# design 1

design_1/pdn.png
Drawn at 8 px/um. Pins as bars on the die edge. Tap cells in grey.
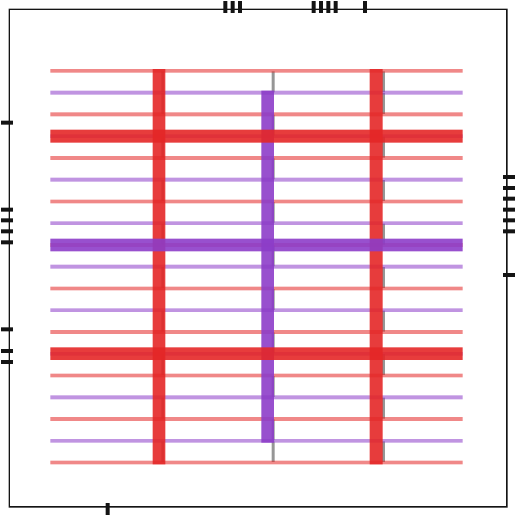
design_1/cell_classes.png
Drawn at 8 px/um. Fill, decap, tap and diode cells in grey.
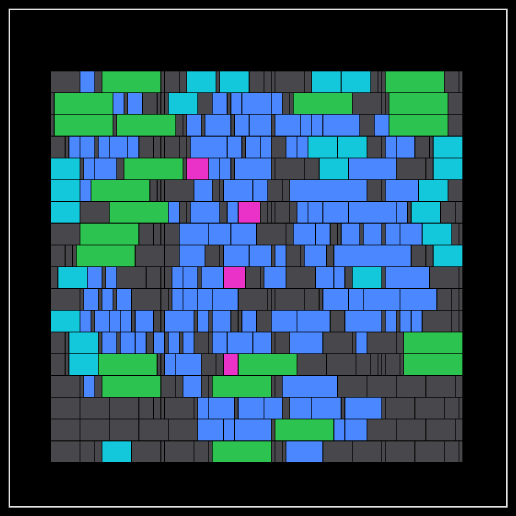
File: src/rtl/tick_burst_gen_pkg.sv
// Shared definitions for tick_burst_gen.
// Holds the FSM state encoding used by the burst generator.
package tick_burst_gen_pkg;

  typedef enum logic [1:0] {
    ST_IDLE = 2'd0,
    ST_HIGH = 2'd1,
    ST_LOW  = 2'd2,
    ST_DONE = 2'd3
  } state_t;

endpackage

File: src/rtl/tick_burst_gen.sv
// tick_burst_gen: emits a burst of `count` rectangular pulses on `out`, timed
// by an upstream single-cycle tick strobe. Each pulse is high for high_ticks
// ticks and low for low_ticks ticks between pulses. The last pulse has no
// trailing low phase. Completion is flagged by a one-cycle `done`.
//
// Ports:
//   clk        rising-edge system clock
//   reset      synchronous, active-high reset
//   tick       one-cycle time-base strobe
//   start      one-cycle burst request (accepted only in IDLE)
//   abort      cancel a burst in progress (wins over start/tick)
//   count      pulses per burst, latched at acceptance
//   high_ticks ticks per high phase, latched at acceptance (0 -> 1)
//   low_ticks  ticks per low phase, latched at acceptance (0 -> 1)
//   out        registered burst waveform
//   busy       registered, high from the cycle after acceptance through DONE
//   done       registered one-cycle completion strobe
//   remaining  registered count of pulses not yet started, incl. current high
module tick_burst_gen
  import tick_burst_gen_pkg::*;
#(
  parameter int CNT_W  = 4,
  parameter int TICK_W = 4
) (
  input  logic              clk,
  input  logic              reset,
  input  logic              tick,
  input  logic              start,
  input  logic              abort,
  input  logic [CNT_W-1:0]  count,
  input  logic [TICK_W-1:0] high_ticks,
  input  logic [TICK_W-1:0] low_ticks,
  output logic              out,
  output logic              busy,
  output logic              done,
  output logic [CNT_W-1:0]  remaining
);

  state_t            state_reg, state_next;
  logic [CNT_W-1:0]  rem_reg, rem_next;
  logic [TICK_W-1:0] phase_reg, phase_next;
  logic [TICK_W-1:0] hi_len_reg, hi_len_next;
  logic [TICK_W-1:0] lo_len_reg, lo_len_next;
  logic              out_reg, busy_reg, done_reg;

  // A zero phase length would never terminate, so it is treated as one tick.
  logic [TICK_W-1:0] hi_eff, lo_eff;
  assign hi_eff = (high_ticks == '0) ? TICK_W'(1) : high_ticks;
  assign lo_eff = (low_ticks  == '0) ? TICK_W'(1) : low_ticks;

  always_comb begin
    state_next  = state_reg;
    rem_next    = rem_reg;
    phase_next  = phase_reg;
    hi_len_next = hi_len_reg;
    lo_len_next = lo_len_reg;

    if (abort && state_reg != ST_IDLE) begin
      // Abort outranks tick and start; leaves without a done strobe.
      state_next = ST_IDLE;
      rem_next   = '0;
      phase_next = '0;
    end else begin
      case (state_reg)
        ST_IDLE: begin
          // A tick coinciding with acceptance is deliberately not counted.
          if (start && !abort) begin
            hi_len_next = hi_eff;
            lo_len_next = lo_eff;
            if (count != '0) begin
              state_next = ST_HIGH;
              rem_next   = count;
              phase_next = hi_eff;
            end else begin
              state_next = ST_DONE;
              rem_next   = '0;
            end
          end
        end
        ST_HIGH: begin
          if (tick) begin
            if (phase_reg == TICK_W'(1)) begin
              if (rem_reg > CNT_W'(1)) begin
                state_next = ST_LOW;
                rem_next   = rem_reg - CNT_W'(1);
                phase_next = lo_len_reg;
              end else begin
                state_next = ST_DONE;
                rem_next   = '0;
                phase_next = '0;
              end
            end else begin
              phase_next = phase_reg - TICK_W'(1);
            end
          end
        end
        ST_LOW: begin
          if (tick) begin
            if (phase_reg == TICK_W'(1)) begin
              state_next = ST_HIGH;
              phase_next = hi_len_reg;
            end else begin
              phase_next = phase_reg - TICK_W'(1);
            end
          end
        end
        ST_DONE: begin
          state_next = ST_IDLE;
        end
        default: begin
          state_next = ST_IDLE;
        end
      endcase
    end
  end

  always_ff @(posedge clk) begin
    if (reset) begin
      state_reg  <= ST_IDLE;
      rem_reg    <= '0;
      phase_reg  <= '0;
      hi_len_reg <= '0;
      lo_len_reg <= '0;
      out_reg    <= 1'b0;
      busy_reg   <= 1'b0;
      done_reg   <= 1'b0;
    end else begin
      state_reg  <= state_next;
      rem_reg    <= rem_next;
      phase_reg  <= phase_next;
      hi_len_reg <= hi_len_next;
      lo_len_reg <= lo_len_next;
      // Outputs are registered copies of the next-state decode so they line
      // up exactly with the state they describe.
      out_reg    <= (state_next == ST_HIGH);
      busy_reg   <= (state_next != ST_IDLE);
      done_reg   <= (state_next == ST_DONE);
    end
  end

  assign out       = out_reg;
  assign busy      = busy_reg;
  assign done      = done_reg;
  assign remaining = rem_reg;

endmodule

File: config.mk
export PLATFORM = sky130hd
export DESIGN_NAME = tick_burst_gen
export DESIGN_NICKNAME = d
export VERILOG_FILES = /design/src/rtl/tick_burst_gen_pkg.sv /design/src/rtl/tick_burst_gen.sv
export SDC_FILE = /design/constraint.sdc
export NUM_CORES = 1
export LEC_CHECK = 0
export CORE_MARGIN = 5
export CORE_UTILIZATION = 50
export DETAILED_ROUTE_END_ITERATION = 8
export GPL_TIMING_DRIVEN = 1
export PLACE_DENSITY = 0.8
export SLEW_MARGIN = 20
export SYNTH_ARGS = -nofsm -noshare
export SYNTH_HDL_FRONTEND = slang
export SYNTH_SLANG_ARGS = --single-unit
File: constraint.sdc
create_clock -name clk -period 4.8 [get_ports clk]
set_input_delay 0.48 -clock clk [delete_from_list [all_inputs] [get_ports clk]]
set_output_delay 0.48 -clock clk [all_outputs]
set_load 0.02 [all_outputs]
==> impl_metrics.ini <==
; yosys + openroad results
[run_status]
status = complete, no violations

[yosys]
ys_sh_aoi_pct = 31.45
synth_cells = 156
numSynthFlops = 21

[worst_setup_path]
end_kind = flop
crit_path_end = remaining[2]
path_buffers = 1

[floorplanning]
ioPinCount = 24

[hold_path]
worstHoldPathType = flop to flop
hold_path_end = hi_len_reg[3]
hold_depth = 2

[sta]
maxSlewViolCount = 0
rsz0062_at_grt = false
period_used_pct = 43.54

[pwr]
intPower_mw = 0.3307

[grt]
antenna_found_initial = 0
grt_pass1_vias = 1274
grt_pass1_wl_um = 5809

[route]
top_layer = met4
wl_um = 3442

[placement]
dp_slack_ns = 2.578
## Picture notes: design_1/pdn.png
red -> VSS
purple -> VDD
tap cells = 30
signal pins = 24
met4 straps = 3
met1 rails = 19
rows = 18

## Picture notes: design_1/cell_classes.png
magenta -> clock drivers and dummy loads  # cells 4, share of their area 1.8%
blue -> all other logic  # cells 128, share of their area 57%
green -> flip-flops  # cells 21, share of their area 27%
cyan -> other buffers and delay cells  # cells 23, share of their area 15%


# design 2

design_2/clock_map.png
Drawn at 6 px/um.
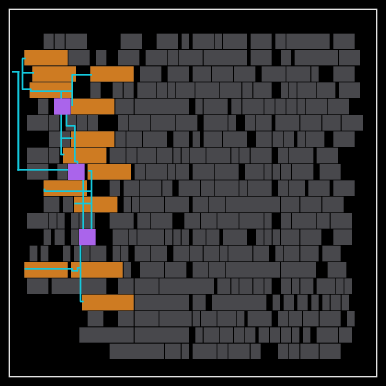
design_2/metal_stack.png
Drawn at 8 px/um.
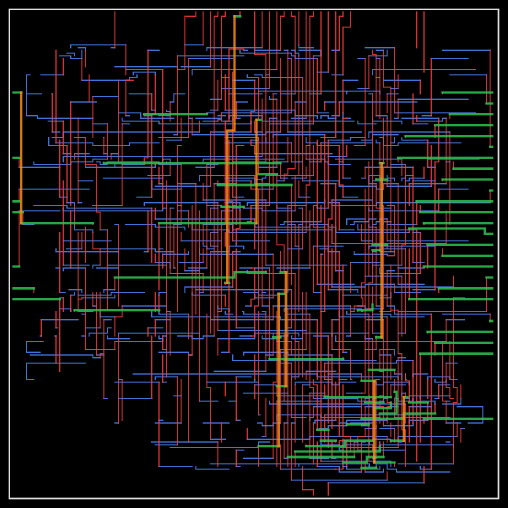
design_2/final_congestion.png
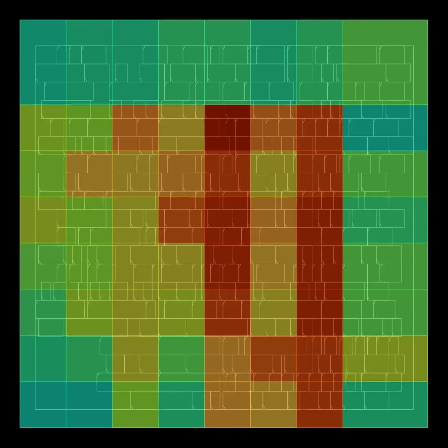
$ cat src/rtl/stream_arb_mux.sv
// stream_arb_mux: N:1 valid/ready multiplexer with a built-in arbiter
// (round-robin or fixed priority), an optional forced select, and a
// one-entry registered output stage that provides backpressure.
module stream_arb_mux #(
   parameter int unsigned N     = 4,
   parameter int unsigned WIDTH = 8,
   parameter int unsigned MODE  = 0,
   parameter int unsigned SELW  = (N > 2) ? $clog2(N) : 1
) (
   input  logic                 clk,
   input  logic                 rst_n,
   input  logic [N-1:0]         in_valid,
   input  logic [N*WIDTH-1:0]   in_data,
   output logic [N-1:0]         in_ready,
   input  logic                 force_en,
   input  logic [SELW-1:0]      force_sel,
   output logic                 out_valid,
   output logic [WIDTH-1:0]     out_data,
   output logic [SELW-1:0]      out_sel,
   input  logic                 out_ready
);

   // One extra bit so ptr + k (< 2N) never overflows before the wrap.
   localparam int unsigned IW = SELW + 1;

   logic                out_valid_q, out_valid_d;
   logic [WIDTH-1:0]    out_data_q,  out_data_d;
   logic [SELW-1:0]     out_sel_q,   out_sel_d;
   logic [SELW-1:0]     ptr_q,       ptr_d;

   logic [N-1:0]        elig;
   logic [SELW-1:0]     base;
   logic [IW-1:0]       idx;
   logic                hit;
   logic [SELW-1:0]     grant;
   logic                grant_vld;
   logic [WIDTH-1:0]    grant_data;
   logic                load;
   logic                xfer;

   // Output slot can take a word when empty or being drained this cycle.
   assign load = ~out_valid_q | out_ready;

   // Eligible set: all valids, or only the forced channel (none if out of range).
   always_comb begin
      elig = '0;
      for (int i = 0; i < N; i++) begin
         if (force_en) elig[i] = in_valid[i] & (force_sel == SELW'(i));
         else          elig[i] = in_valid[i];
      end
   end

   // Search from ptr (round-robin) or from 0 (fixed priority), wrapping modulo N.
   always_comb begin
      base      = (MODE == 0) ? ptr_q : '0;
      grant     = '0;
      grant_vld = 1'b0;
      idx       = '0;
      hit       = 1'b0;
      for (int k = 0; k < N; k++) begin
         idx = {1'b0, base} + IW'(k);
         if (idx >= IW'(N)) idx = idx - IW'(N);
         hit = 1'b0;
         for (int j = 0; j < N; j++) begin
            if (idx == IW'(j)) hit = elig[j];
         end
         if (hit && !grant_vld) begin
            grant_vld = 1'b1;
            grant     = idx[SELW-1:0];
         end
      end
   end

   // Data of the granted channel and the one-hot ready back to it.
   always_comb begin
      grant_data = '0;
      in_ready   = '0;
      for (int i = 0; i < N; i++) begin
         if (grant == SELW'(i)) begin
            grant_data  = in_data[i*WIDTH +: WIDTH];
            in_ready[i] = rst_n & load & grant_vld;
         end
      end
   end

   assign xfer = rst_n & load & grant_vld;

   // Next-state for the output slot and the round-robin pointer.
   always_comb begin
      out_valid_d = out_valid_q;
      out_data_d  = out_data_q;
      out_sel_d   = out_sel_q;
      ptr_d       = ptr_q;
      if (xfer) begin
         out_valid_d = 1'b1;
         out_data_d  = grant_data;
         out_sel_d   = grant;
         if ((MODE == 0) && !force_en) begin
            ptr_d = (grant == SELW'(N - 1)) ? '0 : grant + SELW'(1);
         end
      end else if (out_ready) begin
         out_valid_d = 1'b0;
      end
   end

   // State registers with synchronous active-low reset.
   always_ff @(posedge clk) begin
      if (!rst_n) begin
         out_valid_q <= 1'b0;
         out_data_q  <= '0;
         out_sel_q   <= '0;
         ptr_q       <= '0;
      end else begin
         out_valid_q <= out_valid_d;
         out_data_q  <= out_data_d;
         out_sel_q   <= out_sel_d;
         ptr_q       <= ptr_d;
      end
   end

   assign out_valid = out_valid_q;
   assign out_data  = out_data_q;
   assign out_sel   = out_sel_q;

endmodule

$ cat config.mk
export PLATFORM = sky130hd
export DESIGN_NAME = stream_arb_mux
export DESIGN_NICKNAME = d
export VERILOG_FILES = /design/src/rtl/stream_arb_mux.sv
export SDC_FILE = /design/constraint.sdc
export NUM_CORES = 1
export LEC_CHECK = 0
export ABC_AREA = 1
export CAP_MARGIN = 0
export CORE_MARGIN = 2
export CORE_UTILIZATION = 37
export DETAILED_ROUTE_END_ITERATION = 6
export PLACE_DENSITY_LB_ADDON = 0.05
export SYNTH_ARGS = -nofsm -noshare
export SYNTH_HDL_FRONTEND = slang
export SYNTH_SLANG_ARGS = --single-unit
export TNS_END_PERCENT = 20
$ cat constraint.sdc
create_clock -name clk -period 2.6 [get_ports clk]
set_input_delay 0.39 -clock clk [delete_from_list [all_inputs] [get_ports clk]]
set_output_delay 0.39 -clock clk [all_outputs]
set_load 0.05 [all_outputs]
==> impl_metrics.ini <==
; yosys + openroad results
[worst_setup_path]
cpPeakStageDelay_ns = 0.39
crit_type = flop to primary output
cp_num_cells = 15

[pwr]
p_leak_nw = 1.106
intPower_mw = 1.425
powerSeq_mw = 0.308

[sta]
rsz0062_at_grt = true
setup_viol = 13
postLayoutSetupSlackWorst_ns = -0.2856
period_used_pct = 111.0
hold_violations = 0
fin_setup_tns_ns = -2.603

[route]
drtPass1Iterations = 5

[layout]
seq_area_share_pct = 10.53
regArea_um2 = 267.8
diodes = 0
largest_reg_flops = 8
drive_gt1_share_pct = 40.07

[grt]
antenna_found_initial = 0
grt_max_degree = 21

[placement]
dp_slack_ns = -0.4713
dpl_cell_area_um2 = 2012

[clock_network]
clock_path_buffers = 2
h-tree-depth = 1

[run_status]
status = finished, violations left
violations = negative setup slack

[yosys]
yosysUniqueCellTypes = 20
synth_cells = 194
## Picture notes: design_2/clock_map.png
purple -> cells driving clock nets  # count 3
cyan -> clock wires  # length 132 um
orange -> flip-flops  # count 13
routed clock nets = 4

## Picture notes: design_2/metal_stack.png
red -> met2  # wire length 2520 um
blue -> met1  # wire length 2120 um
orange -> met4  # wire length 134 um
green -> met3  # wire length 380 um

## Picture notes: design_2/final_congestion.png
total track usage: 24.60%
fin util: 82.64%
GR met3 Demand/Resource: 3.198%
drt wl/cell: 15.34 um
met2 Usage GRT: 41.94%


